# clk_wave_meas

clk_wave_meas, placement density heat map:
Drawn at 4 px/um. 9 x 9 tiles, from white (low) to dark blue (high), 0 to 100% covered.
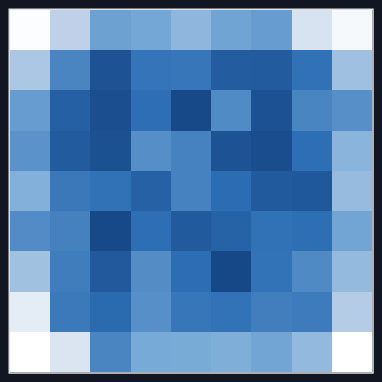
clk_wave_meas, routed clock nets over the placement:
Drawn at 4 px/um.
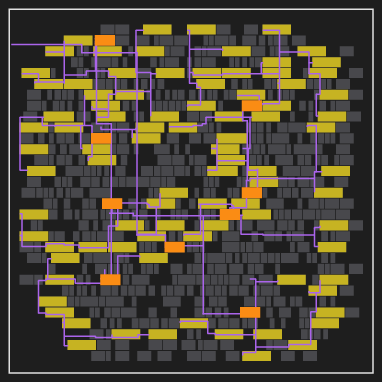
==> config.mk <==
export PLATFORM = sky130hd
export DESIGN_NAME = clk_wave_meas
export DESIGN_NICKNAME = d
export VERILOG_FILES = /design/src/rtl/clk_wave_meas.sv
export SDC_FILE = /design/constraint.sdc
export NUM_CORES = 1
export LEC_CHECK = 0
export ABC_AREA = 0
export CORE_MARGIN = 2
export CORE_UTILIZATION = 55
export CTS_BUF_LIST = sky130_fd_sc_hd__clkbuf_2 sky130_fd_sc_hd__clkbuf_4 sky130_fd_sc_hd__clkbuf_8
export DETAILED_ROUTE_END_ITERATION = 8
export GPL_TIMING_DRIVEN = 0
export PLACE_DENSITY = 0.83
export RECOVER_POWER = 50
export SYNTH_ARGS = -nofsm -noshare
export SYNTH_HDL_FRONTEND = slang
export SYNTH_SLANG_ARGS = --single-unit
==> constraint.sdc <==
create_clock -name clk -period 2.5 [get_ports clk]
set_input_delay 0.625 -clock clk [delete_from_list [all_inputs] [get_ports clk]]
set_output_delay 0.625 -clock clk [all_outputs]
set_load 0.03 [all_outputs]
==> src/rtl/clk_wave_meas.sv <==
`default_nettype none
// ============================================================================
// Module      : clk_wave_meas
// Description : Synchronises an asynchronous periodic signal and measures, in
//               clk cycles, its phase from a start pulse, its high time, low
//               time and period. Flags counter overflow.
// Revision    : 1.0 - initial release
// ============================================================================
module clk_wave_meas #(
    parameter int CNT_W       = 16,
    parameter int SYNC_STAGES = 2
) (
    input  logic             clk,
    input  logic             rst,
    input  logic             start,
    input  logic             sig_in,
    output logic [CNT_W-1:0] phase,
    output logic             phase_vld,
    output logic [CNT_W-1:0] ton,
    output logic [CNT_W-1:0] toff,
    output logic [CNT_W:0]   period,
    output logic             valid,
    output logic             busy,
    output logic             err
);

    localparam logic [1:0] c_ST_IDLE      = 2'd0;
    localparam logic [1:0] c_ST_WAIT_RISE = 2'd1;
    localparam logic [1:0] c_ST_HIGH      = 2'd2;
    localparam logic [1:0] c_ST_LOW       = 2'd3;

    localparam logic [CNT_W-1:0] c_CNT_ONE = {{(CNT_W-1){1'b0}}, 1'b1};
    localparam logic [CNT_W-1:0] c_CNT_MAX = {CNT_W{1'b1}};

    logic [SYNC_STAGES-1:0] r_sync;
    logic                   r_prev;
    logic                   w_rise;
    logic                   w_fall;
    logic                   w_cnt_max;
    logic                   w_term;
    logic                   w_ovf;

    logic [1:0]             r_state;
    logic [1:0]             w_state_nxt;

    logic [CNT_W-1:0]       r_cnt;
    logic [CNT_W-1:0]       r_phase;
    logic [CNT_W-1:0]       r_ton;
    logic [CNT_W-1:0]       r_toff;
    logic [CNT_W:0]         r_period;
    logic                   r_phase_vld;
    logic                   r_valid;
    logic                   r_err;

    // Synchroniser chain followed by a one-flop edge-detect register
    always_ff @(posedge clk) begin
        if (rst) begin
            r_sync <= '0;
            r_prev <= 1'b0;
        end else begin
            r_sync <= {r_sync[SYNC_STAGES-2:0], sig_in};
            r_prev <= r_sync[SYNC_STAGES-1];
        end
    end

    assign w_rise    =  r_sync[SYNC_STAGES-1] & ~r_prev;
    assign w_fall    = ~r_sync[SYNC_STAGES-1] &  r_prev;
    assign w_cnt_max = (r_cnt == c_CNT_MAX);

    // State register
    always_ff @(posedge clk) begin
        if (rst) begin
            r_state <= c_ST_IDLE;
        end else begin
            r_state <= w_state_nxt;
        end
    end

    // Next state: start beats any edge, the terminating edge beats overflow
    always_comb begin
        w_state_nxt = r_state;
        w_term      = 1'b0;
        case (r_state)
            c_ST_WAIT_RISE: w_term = w_rise;
            c_ST_HIGH:      w_term = w_fall;
            c_ST_LOW:       w_term = w_rise;
            default:        w_term = 1'b0;
        endcase
        w_ovf = (r_state != c_ST_IDLE) && !start && !w_term && w_cnt_max;
        if (start) begin
            w_state_nxt = c_ST_WAIT_RISE;
        end else if (w_term) begin
            w_state_nxt = (r_state == c_ST_HIGH) ? c_ST_LOW : c_ST_HIGH;
        end else if (w_ovf) begin
            w_state_nxt = c_ST_IDLE;
        end
    end

    // Counter and result registers; results hold until the next capture
    always_ff @(posedge clk) begin
        if (rst) begin
            r_cnt       <= '0;
            r_phase     <= '0;
            r_ton       <= '0;
            r_toff      <= '0;
            r_period    <= '0;
            r_phase_vld <= 1'b0;
            r_valid     <= 1'b0;
            r_err       <= 1'b0;
        end else begin
            r_valid <= 1'b0;
            if (start) begin
                r_cnt       <= c_CNT_ONE;
                r_phase_vld <= 1'b0;
                r_err       <= 1'b0;
            end else if (w_term) begin
                r_cnt <= c_CNT_ONE;
                case (r_state)
                    c_ST_WAIT_RISE: begin
                        r_phase     <= r_cnt;
                        r_phase_vld <= 1'b1;
                    end
                    c_ST_HIGH: begin
                        r_ton <= r_cnt;
                    end
                    c_ST_LOW: begin
                        r_toff   <= r_cnt;
                        r_period <= {1'b0, r_ton} + {1'b0, r_cnt};
                        r_valid  <= 1'b1;
                    end
                    default: begin
                    end
                endcase
            end else if (w_ovf) begin
                r_err <= 1'b1;
            end else if (r_state != c_ST_IDLE) begin
                r_cnt <= r_cnt + c_CNT_ONE;
            end
        end
    end

    assign phase     = r_phase;
    assign phase_vld = r_phase_vld;
    assign ton       = r_ton;
    assign toff      = r_toff;
    assign period    = r_period;
    assign valid     = r_valid;
    assign busy      = (r_state != c_ST_IDLE);
    assign err       = r_err;

endmodule
`default_nettype wire

==> impl_metrics.tcl <==
# flow metrics
set metrics [dict create \
    status "finished, final reports clean" \
    top_area_cell "dfxtp_1" \
    clock_buffers 9 \
    cts_sinks 89 \
    worst_setup_path_start_kind "flip-flop" \
    ys_top_cells_by_count "nand2_1 (133), dfxtp_1 (89), a21oi_1 (78)" \
    cp_slowest_cell "clkdlybuf4s50_1" \
    dieArea_um2 8200 \
    met2_wirelength_mm 5.18 \
    ys_sh_mux 0.00243 \
    area_leaders "dfxtp_1 (43%), nand2_1 (12%), a21oi_1 (9.5%)" \
    comb_share 0.425 \
    seq_area_frac 0.347 \
    fin_crit_sh 0.960 \
    cts_root_buf "clkbuf_8" \
    post-route-cell-area_um2 5140 \
    dr_wl_met3_um 722 \
    crit_type "flip-flop to output port" \
    ys_seq_frac 0.432 \
    clk_latency_ps 370 \
    synth_flops 89 \
    fin_crit_ps 2400 \
    seq_area_um2 1790 \
]
About 'placement density heat map' of clk_wave_meas:
- nearly empty tiles: 3.7%
- mean over tiles: 61%
- fullest tile: 90%
- tiles over 75% full: 30%

About 'routed clock nets over the placement' of clk_wave_meas:
- clock wires: purple (length 993 um)
- flip-flops: yellow (count 89)
- clock drivers: orange (count 9)
- flops lie: all over the die
- routed clock nets: 10
Fin Clk Skew: 11.1 ps
Clock group: 0.939 mW

sequential cells by signal (all words and copies together) (netlist names):
signal	cells
err	1
period	17
ton	16
toff	16
phase	16
r_prev	1
phase_vld	1
r_sync	2
r_state	2
valid	1
r_cnt	16
power by group:
group / switching [mW] / internal (mW) / total, mW
logic: 0.0514 / 0.0209 / 0.0723
registers: 0.00914 / 1.42 / 1.43
clock network: 0.559 / 0.380 / 0.939
total: 0.619 / 1.82 / 2.44

# debounce_fsm_flat

--- config.mk ---
export PLATFORM = sky130hd
export DESIGN_NAME = debounce_fsm_flat
export DESIGN_NICKNAME = d
export VERILOG_FILES = /design/src/rtl/debounce_fsm_if.sv /design/src/rtl/debounce_fsm.sv /design/src/flat_wrapper.sv
export SDC_FILE = /design/constraint.sdc
export NUM_CORES = 1
export LEC_CHECK = 0
export ABC_AREA = 1
export CORE_MARGIN = 4
export CORE_UTILIZATION = 34
export DETAILED_ROUTE_END_ITERATION = 7
export SLEW_MARGIN = 10
export SYNTH_ARGS = -nofsm -noshare
export SYNTH_HDL_FRONTEND = slang
export SYNTH_SLANG_ARGS = --single-unit
--- constraint.sdc ---
create_clock -name clk -period 3.7 [get_ports clk]
set_input_delay 0.925 -clock clk [delete_from_list [all_inputs] [get_ports clk]]
set_output_delay 0.925 -clock clk [all_outputs]
set_load 0.01 [all_outputs]
--- src/rtl/debounce_fsm_if.sv ---
// Button path bundle between the raw button source and the debounce stage.
// The master drives the raw button level; the slave returns the clean level
// and the one-cycle press pulse.
interface debounce_fsm_if;
  logic in;        // raw button, asynchronous to clk, may bounce
  logic db_level;  // debounced level
  logic db_tick;   // one-cycle pulse on each confirmed press

  modport master (
    output in,
    input  db_level,
    input  db_tick
  );

  modport slave (
    input  in,
    output db_level,
    output db_tick
  );
endinterface

--- src/rtl/debounce_fsm.sv ---
// Push-button debouncer. The raw button is brought into the clk domain by a
// two-flop synchronizer, and every level change has to stay stable for three
// consecutive ticks (one tick = 2^N clk cycles) before the clean level follows.
// A single-cycle pulse marks each confirmed press; releases never pulse.
module debounce_fsm #(
  parameter int unsigned N = 20
) (
  input  logic           clk,
  input  logic           reset,
  debounce_fsm_if.slave  bus
);

  // ZERO has a fixed encoding so the idle state is easy to spot in waveforms.
  typedef enum logic [2:0] {
    StZero  = 3'd0,
    StWait11 = 3'd1,
    StWait12 = 3'd2,
    StWait13 = 3'd3,
    StOne   = 3'd4,
    StWait01 = 3'd5,
    StWait02 = 3'd6,
    StWait03 = 3'd7
  } state_e;

  logic [1:0]   sync_q;
  logic         s;
  state_e       state_q;
  logic [N-1:0] timer_q;
  logic         tick;
  logic         db_level_q;
  logic         db_tick_q;

  // Two-flop synchronizer for the asynchronous button input.
  always_ff @(posedge clk or posedge reset) begin
    if (reset) begin
      sync_q <= 2'b00;
    end else begin
      sync_q <= {sync_q[0], bus.in};
    end
  end

  assign s = sync_q[1];

  // Tick fires on the last count of the timer; it wraps on the same edge.
  assign tick = (timer_q == {N{1'b1}});

  // Qualification FSM with its timer and registered outputs. A revert of s
  // is tested before tick, so a bounce on the tick cycle still aborts.
  always_ff @(posedge clk or posedge reset) begin
    if (reset) begin
      state_q    <= StZero;
      timer_q    <= '0;
      db_level_q <= 1'b0;
      db_tick_q  <= 1'b0;
    end else begin
      db_tick_q <= 1'b0;
      unique case (state_q)
        StZero: begin
          timer_q <= '0;
          if (s) begin
            state_q <= StWait11;
          end
        end
        StWait11: begin
          if (!s) begin
            state_q <= StZero;
            timer_q <= '0;
          end else if (tick) begin
            state_q <= StWait12;
            timer_q <= '0;
          end else begin
            timer_q <= timer_q + N'(1);
          end
        end
        StWait12: begin
          if (!s) begin
            state_q <= StZero;
            timer_q <= '0;
          end else if (tick) begin
            state_q <= StWait13;
            timer_q <= '0;
          end else begin
            timer_q <= timer_q + N'(1);
          end
        end
        StWait13: begin
          if (!s) begin
            state_q <= StZero;
            timer_q <= '0;
          end else if (tick) begin
            state_q    <= StOne;
            timer_q    <= '0;
            db_level_q <= 1'b1;
            db_tick_q  <= 1'b1;
          end else begin
            timer_q <= timer_q + N'(1);
          end
        end
        StOne: begin
          timer_q <= '0;
          if (!s) begin
            state_q <= StWait01;
          end
        end
        StWait01: begin
          if (s) begin
            state_q <= StOne;
            timer_q <= '0;
          end else if (tick) begin
            state_q <= StWait02;
            timer_q <= '0;
          end else begin
            timer_q <= timer_q + N'(1);
          end
        end
        StWait02: begin
          if (s) begin
            state_q <= StOne;
            timer_q <= '0;
          end else if (tick) begin
            state_q <= StWait03;
            timer_q <= '0;
          end else begin
            timer_q <= timer_q + N'(1);
          end
        end
        StWait03: begin
          if (s) begin
            state_q <= StOne;
            timer_q <= '0;
          end else if (tick) begin
            state_q    <= StZero;
            timer_q    <= '0;
            db_level_q <= 1'b0;
          end else begin
            timer_q <= timer_q + N'(1);
          end
        end
        default: begin
          state_q    <= StZero;
          timer_q    <= '0;
          db_level_q <= 1'b0;
        end
      endcase
    end
  end

  assign bus.db_level = db_level_q;
  assign bus.db_tick  = db_tick_q;

  // The clean level tracks the "pressed" half of the state space.
  a_level_matches_state: assert property (@(posedge clk) disable iff (reset)
    db_level_q == (state_q inside {StOne, StWait01, StWait02, StWait03}));

  // A press pulse only ever accompanies a high level.
  a_tick_implies_level: assert property (@(posedge clk) disable iff (reset)
    db_tick_q |-> db_level_q);

  // The timer rests at zero in the two settled states.
  a_timer_idle: assert property (@(posedge clk) disable iff (reset)
    (state_q inside {StZero, StOne}) |-> (timer_q == '0));

endmodule
--- src/flat_wrapper.sv ---
// flat-port wrapper written by rule: the top's interface ports become plain ports
module debounce_fsm_flat 
#(
  parameter int unsigned N = 20
)
  (clk, reset, bus_in, bus_db_level, bus_db_tick);
  debounce_fsm_if bus_i ();
  input  logic clk;
  input  logic reset;
  input wire logic [$bits(bus_i.in)-1:0] bus_in;
  output wire logic [$bits(bus_i.db_level)-1:0] bus_db_level;
  output wire logic [$bits(bus_i.db_tick)-1:0] bus_db_tick;
  assign bus_i.in = bus_in;
  assign bus_db_level = bus_i.db_level;
  assign bus_db_tick = bus_i.db_tick;
  debounce_fsm #(.N(N)) u_core (.clk(clk), .reset(reset), .bus(bus_i));
endmodule
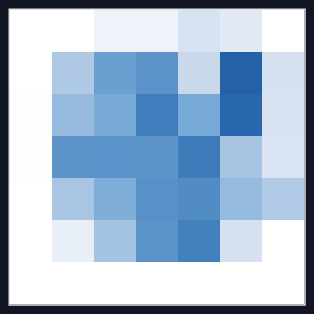
debounce_fsm_flat: placement density heat map
Drawn at 4 px/um. 7 x 7 tiles, from white (low) to dark blue (high), 0 to 100% covered.
- fullest tile: 80%
- nearly empty tiles: 33%
- densest ninth of the die: middle
- emptiest ninth of the die: bottom left
core area: 4090 um2
FP Util: 0.358
Finished Core Util: 0.393

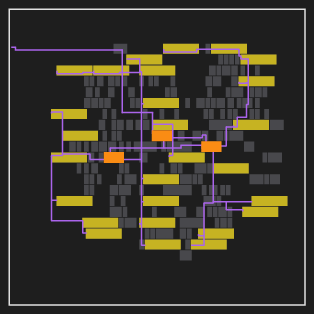
debounce_fsm_flat: routed clock nets over the placement
Drawn at 4 px/um.
- clock drivers: orange (count 3)
- clock wires: purple (length 367 um)
- flip-flops: yellow (count 27)
- routed clock nets: 4
Worst-Skew Late Latency: 270 ps
Fin Clk Skew: 1.28 ps
clock network power share: 0.238
Clock group: 0.169 mW

## worst paths after layout
check | to | slack [ps]
setup / recovery | bus_db_level | 1610
hold / removal | u_core.sync_q[1] | 360
setup reg to reg | u_core.timer_q[19] | 1930
hold reg to reg | u_core.sync_q[1] | 360
max in group asynchronous | u_core.timer_q[9] | 2450
min in group asynchronous | u_core.timer_q[4] | 1000
## sequential cells by signal, indices dropped and copies added (netlist names)
name / count
u_core.bus.db_tick: 1
u_core.sync_q: 2
u_core.state_q: 3
u_core.timer_q: 20
u_core.bus.db_level: 1
==> impl_metrics.tcl <==
# flow metrics
set metrics [dict create \
    status "finished, final reports clean" \
    final_cell_count_no_fill 237 \
    inverters 29 \
    cp_slowest_cell "clkdlybuf4s50_1" \
    whs_path_depth 0 \
    synth_cell_types 28 \
    drtAntennaViolNets 0 \
    synth_flops 27 \
    met1_usage 0.137 \
    logic_family "simple AND/OR/NAND/NOR gates" \
    holdCritPathClass "flip-flop to flip-flop" \
    setup_violations 0 \
    port_buffers 4 \
    ys_seq_frac 0.462 \
    num-fill-cells 428 \
    yosys.area_share.adder 0.00855 \
    cpPeakStageDelay_ps 530 \
    warnings 26 \
]

# shift_register_universal

shift_register_universal, M1 wires:
Drawn at 4 px/um. Supply wires on this layer in grey.
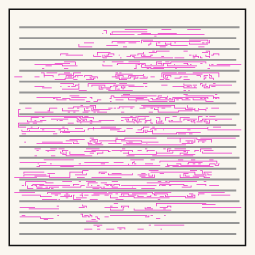
shift_register_universal, placement density heat map:
Drawn at 6 px/um. 12 x 12 tiles, from white (low) to dark blue (high), 0 to 100% covered.
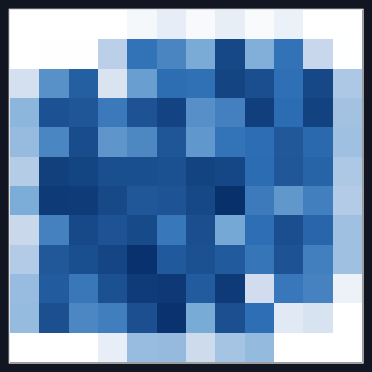
**src/rtl/shift_register_universal.sv**
```systemverilog
// rtl/shift_register_universal.sv - universal shift register with burst engine (optional rotate/arith modes: SHIFT_REG_ROTATE_EN)
module shift_register_universal #(
  parameter int WIDTH = 8,
  parameter int CNT_W = 4
) (
  input  logic             Clk,
  input  logic             Rst,
  input  logic [2:0]       mode,
  input  logic             en,
  input  logic             start,
  input  logic [CNT_W-1:0] count,
  input  logic             sin_r,
  input  logic             sin_l,
  input  logic [WIDTH-1:0] din,
  output logic [WIDTH-1:0] dout,
  output logic             QL,
  output logic             QR,
  output logic             busy,
  output logic             done
);

  typedef enum logic [1:0] {
    IDLE = 2'd0,
    RUN  = 2'd1,
    DONE = 2'd2
  } state_t;

  localparam logic [2:0] M_HOLD  = 3'b000;
  localparam logic [2:0] M_SHR   = 3'b001;
  localparam logic [2:0] M_SHL   = 3'b010;
  localparam logic [2:0] M_LOAD  = 3'b011;
  localparam logic [2:0] M_ROTR  = 3'b100;
  localparam logic [2:0] M_ROTL  = 3'b101;
  localparam logic [2:0] M_ASR   = 3'b110;
  localparam logic [2:0] M_CLEAR = 3'b111;

  localparam logic [CNT_W-1:0] CNT_ONE = CNT_W'(1);

  state_t           state;
  logic [WIDTH-1:0] q;
  logic [2:0]       cap_mode;
  logic [CNT_W-1:0] remaining;

  // Next register value for one step of the given operation.
  function automatic logic [WIDTH-1:0] step_value(
    input logic [2:0]       md,
    input logic [WIDTH-1:0] cur,
    input logic [WIDTH-1:0] load_val,
    input logic             sr,
    input logic             sl
  );
    logic [WIDTH-1:0] nxt;
    nxt = cur;
    case (md)
      M_HOLD:  nxt = cur;
      M_SHR:   nxt = {sr, cur[WIDTH-1:1]};
      M_SHL:   nxt = {cur[WIDTH-2:0], sl};
      M_LOAD:  nxt = load_val;
`ifdef SHIFT_REG_ROTATE_EN
      M_ROTR:  nxt = {cur[0], cur[WIDTH-1:1]};
      M_ROTL:  nxt = {cur[WIDTH-2:0], cur[WIDTH-1]};
      M_ASR:   nxt = {cur[WIDTH-1], cur[WIDTH-1:1]};
`endif
      M_CLEAR: nxt = '0;
      default: nxt = cur;
    endcase
    return nxt;
  endfunction

  // Only true shift operations may be repeated by the burst engine.
  function automatic logic is_shift(input logic [2:0] md);
    logic ok;
    ok = (md == M_SHR) || (md == M_SHL);
`ifdef SHIFT_REG_ROTATE_EN
    ok = ok || (md == M_ROTR) || (md == M_ROTL) || (md == M_ASR);
`endif
    return ok;
  endfunction

  // Control FSM and data register; busy/done are registered alongside state.
  always_ff @(posedge Clk) begin
    if (Rst) begin
      state     <= IDLE;
      q         <= '0;
      cap_mode  <= M_HOLD;
      remaining <= '0;
      busy      <= 1'b0;
      done      <= 1'b0;
    end else begin
      case (state)
        IDLE: begin
          busy <= 1'b0;
          done <= 1'b0;
          if (start) begin
            cap_mode <= mode;
            if (count == '0 || !is_shift(mode)) begin
              state <= DONE;
              done  <= 1'b1;
            end else begin
              q <= step_value(mode, q, din, sin_r, sin_l);
              if (count == CNT_ONE) begin
                state <= DONE;
                done  <= 1'b1;
              end else begin
                state     <= RUN;
                busy      <= 1'b1;
                remaining <= count - CNT_ONE;
              end
            end
          end else if (en) begin
            q <= step_value(mode, q, din, sin_r, sin_l);
          end
        end
        RUN: begin
          q <= step_value(cap_mode, q, din, sin_r, sin_l);
          if (remaining == CNT_ONE) begin
            state <= DONE;
            busy  <= 1'b0;
            done  <= 1'b1;
          end else begin
            remaining <= remaining - CNT_ONE;
          end
        end
        DONE: begin
          done  <= 1'b0;
          busy  <= 1'b0;
          state <= IDLE;
        end
        default: begin
          state <= IDLE;
          busy  <= 1'b0;
          done  <= 1'b0;
        end
      endcase
    end
  end

  assign dout = q;
  assign QL   = q[WIDTH-1];
  assign QR   = q[0];

endmodule

```
**config.mk**
```make
export PLATFORM = sky130hd
export DESIGN_NAME = shift_register_universal
export DESIGN_NICKNAME = d
export VERILOG_FILES = /design/src/rtl/shift_register_universal.sv
export SDC_FILE = /design/constraint.sdc
export NUM_CORES = 1
export LEC_CHECK = 0
export ABC_AREA = 1
export CORE_MARGIN = 2
export CORE_UTILIZATION = 51
export DETAILED_ROUTE_END_ITERATION = 7
export HOLD_SLACK_MARGIN = 0.15
export PLACE_DENSITY = 0.92
export SKIP_CTS_REPAIR_TIMING = 1
export SLEW_MARGIN = 20
export SYNTH_ARGS = -nofsm -noshare
export SYNTH_HDL_FRONTEND = slang
export SYNTH_SLANG_ARGS = --single-unit
```
**constraint.sdc**
```tcl
create_clock -name Clk -period 1.8 [get_ports Clk]
set_clock_uncertainty 0.2 [all_clocks]
set_input_delay 0.18 -clock Clk [delete_from_list [all_inputs] [get_ports Clk]]
set_output_delay 0.18 -clock Clk [all_outputs]
set_load 0.01 [all_outputs]
```
==> impl_metrics.tcl <==
# flow metrics
set metrics [dict create \
    total_power_mw 1.32 \
    path_max_fanout 5 \
    status "finished, violations left" \
    xor_share 0.0115 \
    drtAntennaViolNets 0 \
    dr.pass1.iters 7 \
    grt_max_degree 17 \
    hold_viol_final 0 \
    drc_errors 3 \
    logic_family "simple AND/OR/NAND/NOR gates" \
    switching_share 0.375 \
    inverters 33 \
    track_usage 0.258 \
    multiInputCombCellCount 210 \
    netlist.area_leader.share 0.253 \
    ys_top_cells_by_count "nand2_1 (103), nand3_1 (45), inv_1 (32)" \
    die_w_um 58.7 \
    required_ps 1420 \
    cpPeakStageDelay_ps 580 \
    largest_register_ffs 8 \
    worstHoldEndpoint "busy" \
    signal_buffers 52 \
    ys_sh_mux 0.00656 \
    place_area_um2 1990 \
    whs_path_depth 2 \
    warnings 28 \
    p_per_area_nw_per_um2 657 \
    violations "DRC" \
    p_clk_frac 0.172 \
    p_leak_nw 1.04 \
]
Notes on 'M1 wires' of shift_register_universal above:
- main direction: horizontal
- wire length on this layer: 1,700 um
- share of all routed wire: 42%
GRT met1 Usage: 0.330
Vias: 1,843
drt total wl: 4.07 mm

Notes on 'placement density heat map' of shift_register_universal above:
- nearly empty tiles: 12%
- mean over tiles: 57%
- densest ninth of the die: middle
- fullest tile: 100%

==> routing by layer <==
layer | up-vias | routed length (um) | global-route usage
met1 | 818 | 1700 | 0.330
li1 | 945 | - | -
met4 | 0 | 103 | 0.107
met5 | - | 0 | 0
met2 | 66 | 2010 | 0.445
met3 | 14 | 262 | 0.0264
==> cells in the final DEF (no fill, tap or decap), drive strengths merged <==
cell type	count
mux2i	1
nand4	2
xnor2	1
nor2	28
nand3	46
o21ai	9
clkdlybuf4s50	32
ha	4
inv	33
or2	1
buf	20
dfxtp	19
nand2	107
a21oi	9
xor2	1
clkbuf	4
nor3	1

# ssd_scan_ctrl_flat

ssd_scan_ctrl_flat, M1 wires:
Drawn at 2 px/um. Supply wires on this layer in grey.
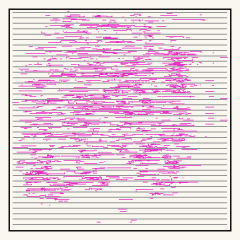
ssd_scan_ctrl_flat, signal wires on met3:
Drawn at 4 px/um.
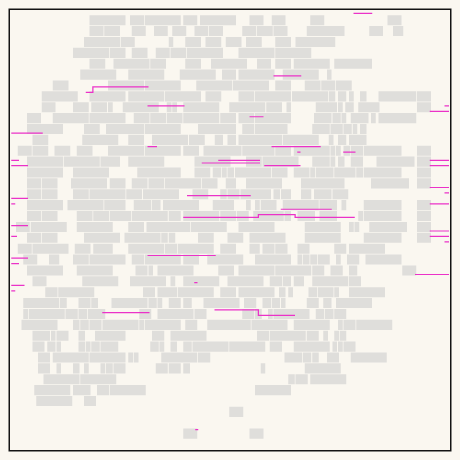
$ cat src/rtl/ssd_scan_ctrl_if.sv
// Interface for the multiplexed seven-segment scan controller: the display data
// and load strobe going in, and the SSD pin drives and status coming out.
interface ssd_scan_ctrl_if #(
    parameter int NUM_DIGITS = 4
);
    logic [4*NUM_DIGITS-1:0] digits;
    logic [NUM_DIGITS-1:0]   dp_in;
    logic [NUM_DIGITS-1:0]   blank_mask;
    logic [NUM_DIGITS-1:0]   blink_mask;
    logic                    lz_suppress;
    logic                    load;
    logic                    pending;
    logic [NUM_DIGITS-1:0]   An;
    logic [6:0]              Cathodes;
    logic                    Dp;
    logic                    frame_done;

    modport master (
        output digits, dp_in, blank_mask, blink_mask, lz_suppress, load,
        input  pending, An, Cathodes, Dp, frame_done
    );

    modport slave (
        input  digits, dp_in, blank_mask, blink_mask, lz_suppress, load,
        output pending, An, Cathodes, Dp, frame_done
    );
endinterface

$ cat src/rtl/ssd_scan_ctrl.sv
// N-digit multiplexed SSD scanner with guard interval, blink, leading-zero
// suppression and staging/shadow registers committed at frame wrap.
module ssd_scan_ctrl #(
    parameter int NUM_DIGITS     = 4,
    parameter int SCAN_DIV_BITS  = 18,
    parameter int GUARD_CYCLES   = 4,
    parameter int BLINK_DIV_BITS = 25
) (
    input  logic              board_clk,
    input  logic              reset_n,
    ssd_scan_ctrl_if.slave    bus
);

    localparam int IDX_W = (NUM_DIGITS > 1) ? $clog2(NUM_DIGITS) : 1;
    localparam logic [IDX_W-1:0]         LAST_IDX = IDX_W'(NUM_DIGITS - 1);
    localparam logic [SCAN_DIV_BITS-1:0] GUARD    = SCAN_DIV_BITS'(GUARD_CYCLES);

    typedef struct packed {
        logic [4*NUM_DIGITS-1:0] digits;
        logic [NUM_DIGITS-1:0]   dp;
        logic [NUM_DIGITS-1:0]   blank;
        logic [NUM_DIGITS-1:0]   blink;
        logic                    lz;
    } frame_t;

    logic [SCAN_DIV_BITS-1:0]  presc_q, presc_d;
    logic [IDX_W-1:0]          idx_q, idx_d;
    logic [BLINK_DIV_BITS-1:0] blink_q, blink_d;
    frame_t                    stg_q, stg_d;
    frame_t                    shd_q, shd_d;
    logic                      pending_q, pending_d;
    logic [NUM_DIGITS-1:0]     an_q, an_d;
    logic [6:0]                cath_q, cath_d;
    logic                      dp_q, dp_d;
    logic                      frame_done_q, frame_done_d;

    logic                      tick;
    logic                      wrap;
    logic                      lead;
    logic [NUM_DIGITS-1:0]     sup;
    logic [3:0]                nib;
    logic                      dark;

    function automatic logic [6:0] seg7(input logic [3:0] v);
        logic [6:0] s;
        case (v)
            4'h0:    s = 7'b0000001;
            4'h1:    s = 7'b1001111;
            4'h2:    s = 7'b0010010;
            4'h3:    s = 7'b0000110;
            4'h4:    s = 7'b1001100;
            4'h5:    s = 7'b0100100;
            4'h6:    s = 7'b0100000;
            4'h7:    s = 7'b0001111;
            4'h8:    s = 7'b0000000;
            4'h9:    s = 7'b0001100;
            4'hA:    s = 7'b0001000;
            4'hB:    s = 7'b1100000;
            4'hC:    s = 7'b0110001;
            4'hD:    s = 7'b1000010;
            4'hE:    s = 7'b0110000;
            default: s = 7'b0111000;
        endcase
        return s;
    endfunction

    // Timing, staging and commit
    always_comb begin
        tick         = &presc_q;
        wrap         = tick && (idx_q == LAST_IDX);
        presc_d      = presc_q + 1'b1;
        blink_d      = blink_q + 1'b1;
        idx_d        = idx_q;
        stg_d        = stg_q;
        shd_d        = shd_q;
        pending_d    = pending_q;
        frame_done_d = wrap;
        if (tick) begin
            idx_d = (idx_q == LAST_IDX) ? '0 : idx_q + 1'b1;
        end
        // Commit reads the old staging, so a coincident load lands one frame later.
        if (wrap) begin
            shd_d     = stg_q;
            pending_d = 1'b0;
        end
        if (bus.load) begin
            stg_d.digits = bus.digits;
            stg_d.dp     = bus.dp_in;
            stg_d.blank  = bus.blank_mask;
            stg_d.blink  = bus.blink_mask;
            stg_d.lz     = bus.lz_suppress;
            pending_d    = 1'b1;
        end
    end

    // Leading zeros are found top-down; digit 0 always stays visible.
    always_comb begin
        lead = shd_q.lz;
        sup  = '0;
        for (int i = NUM_DIGITS - 1; i >= 1; i--) begin
            if (shd_q.digits[4*i +: 4] != 4'h0) begin
                lead = 1'b0;
            end
            sup[i] = lead;
        end
    end

    always_comb begin
        nib    = shd_q.digits[4*int'(idx_q) +: 4];
        dark   = shd_q.blank[idx_q]
               | (shd_q.blink[idx_q] & blink_q[BLINK_DIV_BITS-1])
               | sup[idx_q]
               | (presc_q < GUARD);
        an_d   = '1;
        cath_d = 7'b1111111;
        dp_d   = 1'b1;
        if (!dark) begin
            an_d[idx_q] = 1'b0;
            cath_d      = seg7(nib);
            dp_d        = ~shd_q.dp[idx_q];
        end
    end

    always_ff @(posedge board_clk or negedge reset_n) begin
        if (!reset_n) begin
            presc_q      <= '0;
            idx_q        <= '0;
            blink_q      <= '0;
            stg_q        <= '0;
            shd_q        <= '0;
            pending_q    <= 1'b0;
            an_q         <= '1;
            cath_q       <= 7'b1111111;
            dp_q         <= 1'b1;
            frame_done_q <= 1'b0;
        end else begin
            presc_q      <= presc_d;
            idx_q        <= idx_d;
            blink_q      <= blink_d;
            stg_q        <= stg_d;
            shd_q        <= shd_d;
            pending_q    <= pending_d;
            an_q         <= an_d;
            cath_q       <= cath_d;
            dp_q         <= dp_d;
            frame_done_q <= frame_done_d;
        end
    end

    assign bus.pending    = pending_q;
    assign bus.An         = an_q;
    assign bus.Cathodes   = cath_q;
    assign bus.Dp         = dp_q;
    assign bus.frame_done = frame_done_q;

endmodule

$ cat src/flat_wrapper.sv
// flat-port wrapper written by rule: the top's interface ports become plain ports
module ssd_scan_ctrl_flat 
#(
    parameter int NUM_DIGITS     = 4,
    parameter int SCAN_DIV_BITS  = 18,
    parameter int GUARD_CYCLES   = 4,
    parameter int BLINK_DIV_BITS = 25
)
  (board_clk, reset_n, bus_digits, bus_dp_in, bus_blank_mask, bus_blink_mask, bus_lz_suppress, bus_load, bus_pending, bus_An, bus_Cathodes, bus_Dp, bus_frame_done);
  ssd_scan_ctrl_if #(.NUM_DIGITS(NUM_DIGITS)) bus_i ();
  input  logic board_clk;
  input  logic reset_n;
  input wire logic [$bits(bus_i.digits)-1:0] bus_digits;
  input wire logic [$bits(bus_i.dp_in)-1:0] bus_dp_in;
  input wire logic [$bits(bus_i.blank_mask)-1:0] bus_blank_mask;
  input wire logic [$bits(bus_i.blink_mask)-1:0] bus_blink_mask;
  input wire logic [$bits(bus_i.lz_suppress)-1:0] bus_lz_suppress;
  input wire logic [$bits(bus_i.load)-1:0] bus_load;
  output wire logic [$bits(bus_i.pending)-1:0] bus_pending;
  output wire logic [$bits(bus_i.An)-1:0] bus_An;
  output wire logic [$bits(bus_i.Cathodes)-1:0] bus_Cathodes;
  output wire logic [$bits(bus_i.Dp)-1:0] bus_Dp;
  output wire logic [$bits(bus_i.frame_done)-1:0] bus_frame_done;
  assign bus_i.digits = bus_digits;
  assign bus_i.dp_in = bus_dp_in;
  assign bus_i.blank_mask = bus_blank_mask;
  assign bus_i.blink_mask = bus_blink_mask;
  assign bus_i.lz_suppress = bus_lz_suppress;
  assign bus_i.load = bus_load;
  assign bus_pending = bus_i.pending;
  assign bus_An = bus_i.An;
  assign bus_Cathodes = bus_i.Cathodes;
  assign bus_Dp = bus_i.Dp;
  assign bus_frame_done = bus_i.frame_done;
  ssd_scan_ctrl #(.NUM_DIGITS(NUM_DIGITS), .SCAN_DIV_BITS(SCAN_DIV_BITS), .GUARD_CYCLES(GUARD_CYCLES), .BLINK_DIV_BITS(BLINK_DIV_BITS)) u_core (.board_clk(board_clk), .reset_n(reset_n), .bus(bus_i));
endmodule
$ cat config.mk
export PLATFORM = sky130hd
export DESIGN_NAME = ssd_scan_ctrl_flat
export DESIGN_NICKNAME = d
export VERILOG_FILES = /design/src/rtl/ssd_scan_ctrl_if.sv /design/src/rtl/ssd_scan_ctrl.sv /design/src/flat_wrapper.sv
export SDC_FILE = /design/constraint.sdc
export NUM_CORES = 1
export LEC_CHECK = 0
export CAP_MARGIN = 10
export CORE_UTILIZATION = 44
export CTS_BUF_LIST = sky130_fd_sc_hd__clkbuf_8 sky130_fd_sc_hd__clkbuf_16
export DETAILED_ROUTE_END_ITERATION = 7
export GPL_TIMING_DRIVEN = 0
export PLACE_DENSITY = 0.72
export SYNTH_ARGS = -nofsm -noshare
export SYNTH_HDL_FRONTEND = slang
export SYNTH_SLANG_ARGS = --single-unit
$ cat constraint.sdc
create_clock -name board_clk -period 2.4 [get_ports board_clk]
set_input_delay 0.24 -clock board_clk [delete_from_list [all_inputs] [get_ports board_clk]]
set_output_delay 0.24 -clock board_clk [all_outputs]
set_load 0.05 [all_outputs]
==> impl_metrics.tcl <==
# flow metrics
set metrics [dict create \
    yosys.area_share.adder 0.0293 \
    path_max_fanout 10 \
    dr.pass1.iters 4 \
    cts-resized-gates 0 \
    synth_cells 369 \
    ys_top_cells_by_count "dfrtp_1 (105), mux2_2 (58), xnor2_1 (28)" \
    die_w_um 110 \
    netlist.area_leader.share 0.512 \
    comb_share 0.321 \
    routed-via-count 3069 \
    aoi_share 0.0378 \
    netlist.top_cell.by_instances "dfrtp_1" \
    worst_setup_path_start_kind "flip-flop" \
    layout.area.comb_um2 2060 \
    async_flop_share 1.00 \
    cts_inserted_buffers 17 \
    status "finished, final reports clean" \
]
Notes on 'M1 wires' of ssd_scan_ctrl_flat above:
- longest straight run: 38.2 um
- share of all routed wire: 46%
- wire length on this layer: 4,240 um
- nets with wire on the layer: 429

Notes on 'signal wires on met3' of ssd_scan_ctrl_flat above:
- wire length on this layer: 285 um
- nets with wire on the layer: 31
- share of all routed wire: 3.1%
- longest straight run: 18.6 um
- main direction: horizontal

-- layer usage --
metal	global-route usage	vias up	wire [um]
met5	0	-	0
met4	0.0790	0	136
li1	-	1443	-
met2	0.273	57	4650
met1	0.226	1558	4240
met3	0.0482	11	285
-- power breakdown --
part           internal [mW]  switching [mW]
combinational         0.0921          0.0674
clock                   1.90           0.844
sequential              2.03          0.0272
total                   4.02           0.939
-- worst max-delay path, cell delays in order, from the launching register on --
cell and delay, ps:
dfrtp_1 490, buf_6 210, mux4_2 590, inv_1 170
ha_1 300, mux2_2 290, o21ai_1 120, nand2_1 70

# cluster_frame_tx_flat

cluster_frame_tx_flat, placement density heat map:
Drawn at 2 px/um. 20 x 20 tiles, from white (low) to dark blue (high), 0 to 100% covered.
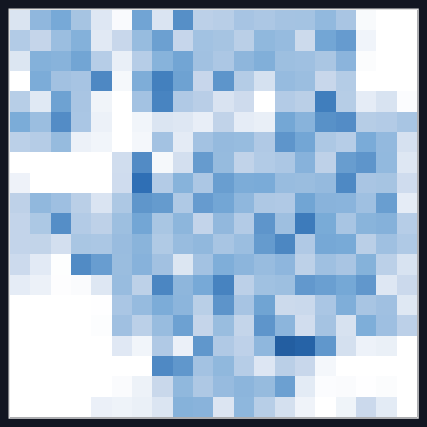
cluster_frame_tx_flat, M1 wires:
Drawn at 1.5 px/um. Supply wires on this layer in grey.
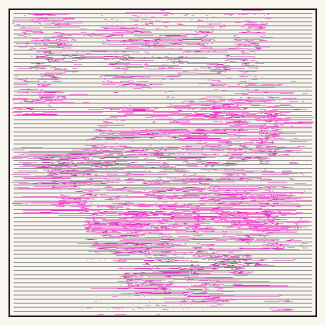
## src/rtl/cluster_frame_tx_if.sv

```systemverilog
// Bundles the cluster-set load bus and the framed word-pair outputs of cluster_frame_tx.
// The master modport belongs to the cluster sorter; the slave modport belongs to the frame transmitter.
interface cluster_frame_tx_if #(
  parameter int MXADRBITS = 11,
  parameter int MXCNTBITS = 3
);
  logic                           load_i;
  logic                           bc0_i;
  logic [MXADRBITS-1:0]           adr0_i, adr1_i, adr2_i, adr3_i;
  logic [MXADRBITS-1:0]           adr4_i, adr5_i, adr6_i, adr7_i;
  logic [MXCNTBITS-1:0]           cnt0_i, cnt1_i, cnt2_i, cnt3_i;
  logic [MXCNTBITS-1:0]           cnt4_i, cnt5_i, cnt6_i, cnt7_i;
  logic [MXCNTBITS+MXADRBITS-1:0] tx_word0_o, tx_word1_o;
  logic [1:0]                     tx_valid_o;
  logic                           frame_o;
  logic                           busy_o;
  logic [11:0]                    bxn_o;
  logic [3:0]                     n_clusters_o;
  logic                           sort_err_o;
  logic                           overflow_o;
  logic [7:0]                     ovf_cnt_o;

  modport master (
    output load_i, bc0_i,
    output adr0_i, adr1_i, adr2_i, adr3_i, adr4_i, adr5_i, adr6_i, adr7_i,
    output cnt0_i, cnt1_i, cnt2_i, cnt3_i, cnt4_i, cnt5_i, cnt6_i, cnt7_i,
    input  tx_word0_o, tx_word1_o, tx_valid_o, frame_o, busy_o,
    input  bxn_o, n_clusters_o, sort_err_o, overflow_o, ovf_cnt_o
  );

  modport slave (
    input  load_i, bc0_i,
    input  adr0_i, adr1_i, adr2_i, adr3_i, adr4_i, adr5_i, adr6_i, adr7_i,
    input  cnt0_i, cnt1_i, cnt2_i, cnt3_i, cnt4_i, cnt5_i, cnt6_i, cnt7_i,
    output tx_word0_o, tx_word1_o, tx_valid_o, frame_o, busy_o,
    output bxn_o, n_clusters_o, sort_err_o, overflow_o, ovf_cnt_o
  );
endinterface

```

## src/rtl/cluster_frame_tx.sv

```systemverilog
// Serialises one sorted 8-cluster set into four {cnt,adr} word pairs, one pair per 4x clock,
// tagging each frame with its bunch-crossing number, cluster count and a sort-order check.
module cluster_frame_tx #(
  parameter int                   MXADRBITS   = 11,
  parameter int                   MXCNTBITS   = 3,
  parameter logic [MXADRBITS-1:0] INVALID_ADR = 11'h7FF,
  parameter int                   BX_MAX      = 3564
) (
  input logic               clock4x,
  input logic               reset,
  cluster_frame_tx_if.slave bus
);
  localparam int WW = MXCNTBITS + MXADRBITS;

  typedef enum logic {IDLE, SEND} state_t;

  logic [MXADRBITS-1:0] adr_in [8];
  logic [MXCNTBITS-1:0] cnt_in [8];

  assign adr_in[0] = bus.adr0_i;
  assign adr_in[1] = bus.adr1_i;
  assign adr_in[2] = bus.adr2_i;
  assign adr_in[3] = bus.adr3_i;
  assign adr_in[4] = bus.adr4_i;
  assign adr_in[5] = bus.adr5_i;
  assign adr_in[6] = bus.adr6_i;
  assign adr_in[7] = bus.adr7_i;
  assign cnt_in[0] = bus.cnt0_i;
  assign cnt_in[1] = bus.cnt1_i;
  assign cnt_in[2] = bus.cnt2_i;
  assign cnt_in[3] = bus.cnt3_i;
  assign cnt_in[4] = bus.cnt4_i;
  assign cnt_in[5] = bus.cnt5_i;
  assign cnt_in[6] = bus.cnt6_i;
  assign cnt_in[7] = bus.cnt7_i;

  state_t               state_q, state_d;
  logic [1:0]           phase_q, phase_d;
  logic [MXADRBITS-1:0] adr_q [8];
  logic [MXADRBITS-1:0] adr_d [8];
  logic [MXCNTBITS-1:0] cnt_q [8];
  logic [MXCNTBITS-1:0] cnt_d [8];
  logic [11:0]          bx_cnt_q, bx_cnt_d;
  logic [11:0]          bxn_q, bxn_d;
  logic [3:0]           n_clusters_q, n_clusters_d;
  logic                 sort_err_q, sort_err_d;
  logic [WW-1:0]        word0_q, word0_d;
  logic [WW-1:0]        word1_q, word1_d;
  logic [1:0]           valid_q, valid_d;
  logic                 frame_q, frame_d;
  logic                 busy_q, busy_d;
  logic                 overflow_q, overflow_d;
  logic [7:0]           ovf_cnt_q, ovf_cnt_d;

  logic                 accept;
  logic                 drop;
  logic [3:0]           n_valid;
  logic                 unsorted;
  logic [2:0]           slot_lo;
  logic [2:0]           slot_hi;

  // Empty slots go out as {0, INVALID_ADR} whatever count accompanied them.
  function automatic logic [WW-1:0] slot_word(input logic [MXADRBITS-1:0] adr,
                                              input logic [MXCNTBITS-1:0] cnt);
    return (adr == INVALID_ADR) ? {{MXCNTBITS{1'b0}}, INVALID_ADR} : {cnt, adr};
  endfunction

  always_comb begin
    n_valid  = '0;
    unsorted = 1'b0;
    for (int i = 0; i < 8; i++)
      if (adr_in[i] != INVALID_ADR) n_valid = n_valid + 4'd1;
    for (int i = 0; i < 7; i++)
      if (adr_in[i] > adr_in[i+1]) unsorted = 1'b1;
  end

  // Outputs are registered one phase ahead: accepting a load already forms the phase-0 pair.
  always_comb begin
    accept       = bus.load_i && (state_q == IDLE || phase_q == 2'd3);
    drop         = bus.load_i && !accept;
    state_d      = state_q;
    phase_d      = phase_q;
    adr_d        = adr_q;
    cnt_d        = cnt_q;
    bx_cnt_d     = bus.bc0_i ? 12'd0 : bx_cnt_q;
    bxn_d        = bxn_q;
    n_clusters_d = n_clusters_q;
    sort_err_d   = sort_err_q;
    word0_d      = '0;
    word1_d      = '0;
    valid_d      = 2'b00;
    frame_d      = 1'b0;
    busy_d       = 1'b0;
    overflow_d   = drop;
    ovf_cnt_d    = (drop && ovf_cnt_q != 8'hFF) ? ovf_cnt_q + 8'd1 : ovf_cnt_q;
    slot_lo      = '0;
    slot_hi      = '0;

    if (accept) begin
      state_d      = SEND;
      phase_d      = 2'd0;
      adr_d        = adr_in;
      cnt_d        = cnt_in;
      bxn_d        = bus.bc0_i ? 12'd0 : bx_cnt_q;
      bx_cnt_d     = (bxn_d == 12'(BX_MAX - 1)) ? 12'd0 : bxn_d + 12'd1;
      n_clusters_d = n_valid;
      sort_err_d   = unsorted;
      word0_d      = slot_word(adr_in[0], cnt_in[0]);
      word1_d      = slot_word(adr_in[1], cnt_in[1]);
      valid_d      = {adr_in[1] != INVALID_ADR, adr_in[0] != INVALID_ADR};
      frame_d      = 1'b1;
      busy_d       = 1'b1;
    end else if (state_q == SEND && phase_q != 2'd3) begin
      phase_d = phase_q + 2'd1;
      slot_lo = {phase_d, 1'b0};
      slot_hi = {phase_d, 1'b1};
      word0_d = slot_word(adr_q[slot_lo], cnt_q[slot_lo]);
      word1_d = slot_word(adr_q[slot_hi], cnt_q[slot_hi]);
      valid_d = {adr_q[slot_hi] != INVALID_ADR, adr_q[slot_lo] != INVALID_ADR};
      busy_d  = 1'b1;
    end else if (state_q == SEND) begin
      state_d = IDLE;
      phase_d = 2'd0;
    end
  end

  always_ff @(posedge clock4x) begin
    if (reset) begin
      state_q      <= IDLE;
      phase_q      <= '0;
      adr_q        <= '{default: '0};
      cnt_q        <= '{default: '0};
      bx_cnt_q     <= '0;
      bxn_q        <= '0;
      n_clusters_q <= '0;
      sort_err_q   <= 1'b0;
      word0_q      <= '0;
      word1_q      <= '0;
      valid_q      <= '0;
      frame_q      <= 1'b0;
      busy_q       <= 1'b0;
      overflow_q   <= 1'b0;
      ovf_cnt_q    <= '0;
    end else begin
      state_q      <= state_d;
      phase_q      <= phase_d;
      adr_q        <= adr_d;
      cnt_q        <= cnt_d;
      bx_cnt_q     <= bx_cnt_d;
      bxn_q        <= bxn_d;
      n_clusters_q <= n_clusters_d;
      sort_err_q   <= sort_err_d;
      word0_q      <= word0_d;
      word1_q      <= word1_d;
      valid_q      <= valid_d;
      frame_q      <= frame_d;
      busy_q       <= busy_d;
      overflow_q   <= overflow_d;
      ovf_cnt_q    <= ovf_cnt_d;
    end
  end

  assign bus.tx_word0_o   = word0_q;
  assign bus.tx_word1_o   = word1_q;
  assign bus.tx_valid_o   = valid_q;
  assign bus.frame_o      = frame_q;
  assign bus.busy_o       = busy_q;
  assign bus.bxn_o        = bxn_q;
  assign bus.n_clusters_o = n_clusters_q;
  assign bus.sort_err_o   = sort_err_q;
  assign bus.overflow_o   = overflow_q;
  assign bus.ovf_cnt_o    = ovf_cnt_q;
endmodule

```

## src/flat_wrapper.sv

```systemverilog
// flat-port wrapper written by rule: the top's interface ports become plain ports
module cluster_frame_tx_flat 
#(
  parameter int                   MXADRBITS   = 11,
  parameter int                   MXCNTBITS   = 3,
  parameter logic [MXADRBITS-1:0] INVALID_ADR = 11'h7FF,
  parameter int                   BX_MAX      = 3564
)
  (clock4x, reset, bus_load_i, bus_bc0_i, bus_adr0_i, bus_adr1_i, bus_adr2_i, bus_adr3_i, bus_adr4_i, bus_adr5_i, bus_adr6_i, bus_adr7_i, bus_cnt0_i, bus_cnt1_i, bus_cnt2_i, bus_cnt3_i, bus_cnt4_i, bus_cnt5_i, bus_cnt6_i, bus_cnt7_i, bus_tx_word0_o, bus_tx_word1_o, bus_tx_valid_o, bus_frame_o, bus_busy_o, bus_bxn_o, bus_n_clusters_o, bus_sort_err_o, bus_overflow_o, bus_ovf_cnt_o);
  cluster_frame_tx_if #(.MXADRBITS(MXADRBITS), .MXCNTBITS(MXCNTBITS)) bus_i ();
  input logic clock4x;
  input logic reset;
  input wire logic [$bits(bus_i.load_i)-1:0] bus_load_i;
  input wire logic [$bits(bus_i.bc0_i)-1:0] bus_bc0_i;
  input wire logic [$bits(bus_i.adr0_i)-1:0] bus_adr0_i;
  input wire logic [$bits(bus_i.adr1_i)-1:0] bus_adr1_i;
  input wire logic [$bits(bus_i.adr2_i)-1:0] bus_adr2_i;
  input wire logic [$bits(bus_i.adr3_i)-1:0] bus_adr3_i;
  input wire logic [$bits(bus_i.adr4_i)-1:0] bus_adr4_i;
  input wire logic [$bits(bus_i.adr5_i)-1:0] bus_adr5_i;
  input wire logic [$bits(bus_i.adr6_i)-1:0] bus_adr6_i;
  input wire logic [$bits(bus_i.adr7_i)-1:0] bus_adr7_i;
  input wire logic [$bits(bus_i.cnt0_i)-1:0] bus_cnt0_i;
  input wire logic [$bits(bus_i.cnt1_i)-1:0] bus_cnt1_i;
  input wire logic [$bits(bus_i.cnt2_i)-1:0] bus_cnt2_i;
  input wire logic [$bits(bus_i.cnt3_i)-1:0] bus_cnt3_i;
  input wire logic [$bits(bus_i.cnt4_i)-1:0] bus_cnt4_i;
  input wire logic [$bits(bus_i.cnt5_i)-1:0] bus_cnt5_i;
  input wire logic [$bits(bus_i.cnt6_i)-1:0] bus_cnt6_i;
  input wire logic [$bits(bus_i.cnt7_i)-1:0] bus_cnt7_i;
  output wire logic [$bits(bus_i.tx_word0_o)-1:0] bus_tx_word0_o;
  output wire logic [$bits(bus_i.tx_word1_o)-1:0] bus_tx_word1_o;
  output wire logic [$bits(bus_i.tx_valid_o)-1:0] bus_tx_valid_o;
  output wire logic [$bits(bus_i.frame_o)-1:0] bus_frame_o;
  output wire logic [$bits(bus_i.busy_o)-1:0] bus_busy_o;
  output wire logic [$bits(bus_i.bxn_o)-1:0] bus_bxn_o;
  output wire logic [$bits(bus_i.n_clusters_o)-1:0] bus_n_clusters_o;
  output wire logic [$bits(bus_i.sort_err_o)-1:0] bus_sort_err_o;
  output wire logic [$bits(bus_i.overflow_o)-1:0] bus_overflow_o;
  output wire logic [$bits(bus_i.ovf_cnt_o)-1:0] bus_ovf_cnt_o;
  assign bus_i.load_i = bus_load_i;
  assign bus_i.bc0_i = bus_bc0_i;
  assign bus_i.adr0_i = bus_adr0_i;
  assign bus_i.adr1_i = bus_adr1_i;
  assign bus_i.adr2_i = bus_adr2_i;
  assign bus_i.adr3_i = bus_adr3_i;
  assign bus_i.adr4_i = bus_adr4_i;
  assign bus_i.adr5_i = bus_adr5_i;
  assign bus_i.adr6_i = bus_adr6_i;
  assign bus_i.adr7_i = bus_adr7_i;
  assign bus_i.cnt0_i = bus_cnt0_i;
  assign bus_i.cnt1_i = bus_cnt1_i;
  assign bus_i.cnt2_i = bus_cnt2_i;
  assign bus_i.cnt3_i = bus_cnt3_i;
  assign bus_i.cnt4_i = bus_cnt4_i;
  assign bus_i.cnt5_i = bus_cnt5_i;
  assign bus_i.cnt6_i = bus_cnt6_i;
  assign bus_i.cnt7_i = bus_cnt7_i;
  assign bus_tx_word0_o = bus_i.tx_word0_o;
  assign bus_tx_word1_o = bus_i.tx_word1_o;
  assign bus_tx_valid_o = bus_i.tx_valid_o;
  assign bus_frame_o = bus_i.frame_o;
  assign bus_busy_o = bus_i.busy_o;
  assign bus_bxn_o = bus_i.bxn_o;
  assign bus_n_clusters_o = bus_i.n_clusters_o;
  assign bus_sort_err_o = bus_i.sort_err_o;
  assign bus_overflow_o = bus_i.overflow_o;
  assign bus_ovf_cnt_o = bus_i.ovf_cnt_o;
  cluster_frame_tx #(.MXADRBITS(MXADRBITS), .MXCNTBITS(MXCNTBITS), .INVALID_ADR(INVALID_ADR), .BX_MAX(BX_MAX)) u_core (.clock4x(clock4x), .reset(reset), .bus(bus_i));
endmodule
```

## config.mk

```make
export PLATFORM = sky130hd
export DESIGN_NAME = cluster_frame_tx_flat
export DESIGN_NICKNAME = d
export VERILOG_FILES = /design/src/rtl/cluster_frame_tx_if.sv /design/src/rtl/cluster_frame_tx.sv /design/src/flat_wrapper.sv
export SDC_FILE = /design/constraint.sdc
export NUM_CORES = 1
export LEC_CHECK = 0
export ABC_CLOCK_PERIOD_IN_PS = 7820
export CAP_MARGIN = 20
export CORE_MARGIN = 2
export CORE_UTILIZATION = 25
export CTS_CLUSTER_DIAMETER = 30
export DETAILED_ROUTE_END_ITERATION = 7
export PLACE_DENSITY_LB_ADDON = 0.15
export RECOVER_POWER = 25
export SETUP_SLACK_MARGIN = 0.3
export SYNTH_ARGS = -nofsm -noshare
export SYNTH_HDL_FRONTEND = slang
export SYNTH_SLANG_ARGS = --single-unit
```

## constraint.sdc

```tcl
create_clock -name clock4x -period 7.82 [get_ports clock4x]
set_input_delay 1.564 -clock clock4x [delete_from_list [all_inputs] [get_ports clock4x]]
set_output_delay 1.564 -clock clock4x [all_outputs]
set_load 0.03 [all_outputs]
```

==> impl_metrics.tcl <==
# flow metrics
set metrics [dict create \
    drv_cap 3 \
    top_area_cell "dfxtp_1" \
    cts_hold_buf 0 \
    crit_type "input port to flip-flop" \
    grt_pass1_wl_mm 53.9 \
    p_int_mw 1.61 \
    async_flop_share 0 \
    signal_buffers 183 \
    htreeDepth 4 \
    dominant-cell-class "multi-input combinational cells" \
    syn-cell-area_um2 9970 \
    comb_cell_power_mw 0.419 \
    ys_seq_frac 0.372 \
    antenna_found_initial 0 \
    slew_viol_final 93 \
    worst_setup_path_start_kind "input port" \
    ys_top_cells_by_count "nand2_1 (269), dfxtp_1 (185), a21oi_1 (143)" \
    layout.area.comb_um2 5680 \
    dp.cells 1838 \
    holdCritPathClass "flip-flop to flip-flop" \
    setup_violations 0 \
    whs_path_depth 2 \
    syn_area_per_cell_um2 8.38 \
    dr.pass1.iters 5 \
    path_max_fanout 7 \
    synth_flops 185 \
    warnings 29 \
    p_leak_nw 5.00 \
    seq-power_mw 1.02 \
    post-place-ws_ps 1140 \
    syn_nets 1393 \
    netlist.top_cell.by_instances "nand2_1" \
    p_per_area_nw_per_um2 178 \
    dp_hpwl_mm 27.5 \
    holdWs_ps 453 \
    synth_cell_types 62 \
    clockBufferDepth 2 \
    switching_share 0.294 \
    status "finished, violations left" \
    violations "capacitance limit, slew limit" \
    cts_sinks 185 \
]
Notes on 'placement density heat map' of cluster_frame_tx_flat above:
- tiles over 75% full: 0.50%
- mean over tiles: 29%
- emptiest ninth of the die: bottom left
- nearly empty tiles: 17%
Finished Core Util: 0.323
core area: 39,500 um2

Notes on 'M1 wires' of cluster_frame_tx_flat above:
- share of all routed wire: 47%
- nets with wire on the layer: 1,409
- longest straight run: 97.1 um

## layer usage
layer / global-route usage / up-vias
li1: - / 4404
met2: 0.272 / 248
met3: 0.0376 / 26
met1: 0.241 / 4290
met5: 0 / -
met4: 0.0433 / 0
## critical path, cell delays in order
cell	delay, ps
clkdlybuf4s50_1	600
nand4_1	140
nor3_1	600
inv_1	150
ha_1	410
nor4_2	380
nor3_1	110
or2_4	300
inv_4	80
ha_1	230
xnor3_1	370
o22ai_1	70
o21bai_4	190
ha_1	240
xor2_1	220
xnor2_1	140
nor3_1	60
o211a_1	240
or4_1	460
nand3_1	80


==> screenshots <==
Clock wiring as the flow saved it.
panel A
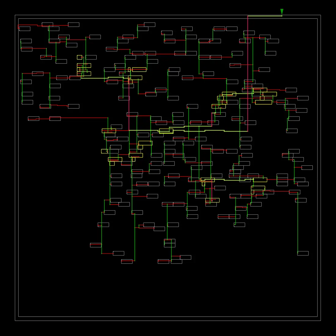
panel B
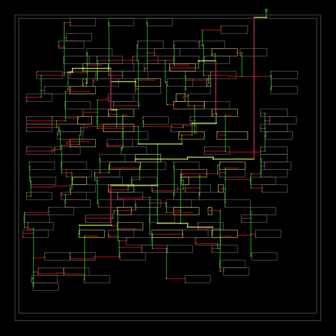
panel C
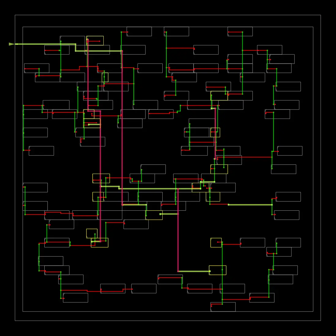
panel D
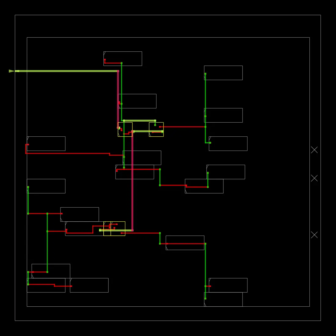
- fewest sequential cells: panel D
- panel C = clk_wave_meas
- panel D = shift_register_universal
- panel B = ssd_scan_ctrl_flat
- panel A = cluster_frame_tx_flat

Power figures rest on the tool's default switching activity, not on a simulated workload.
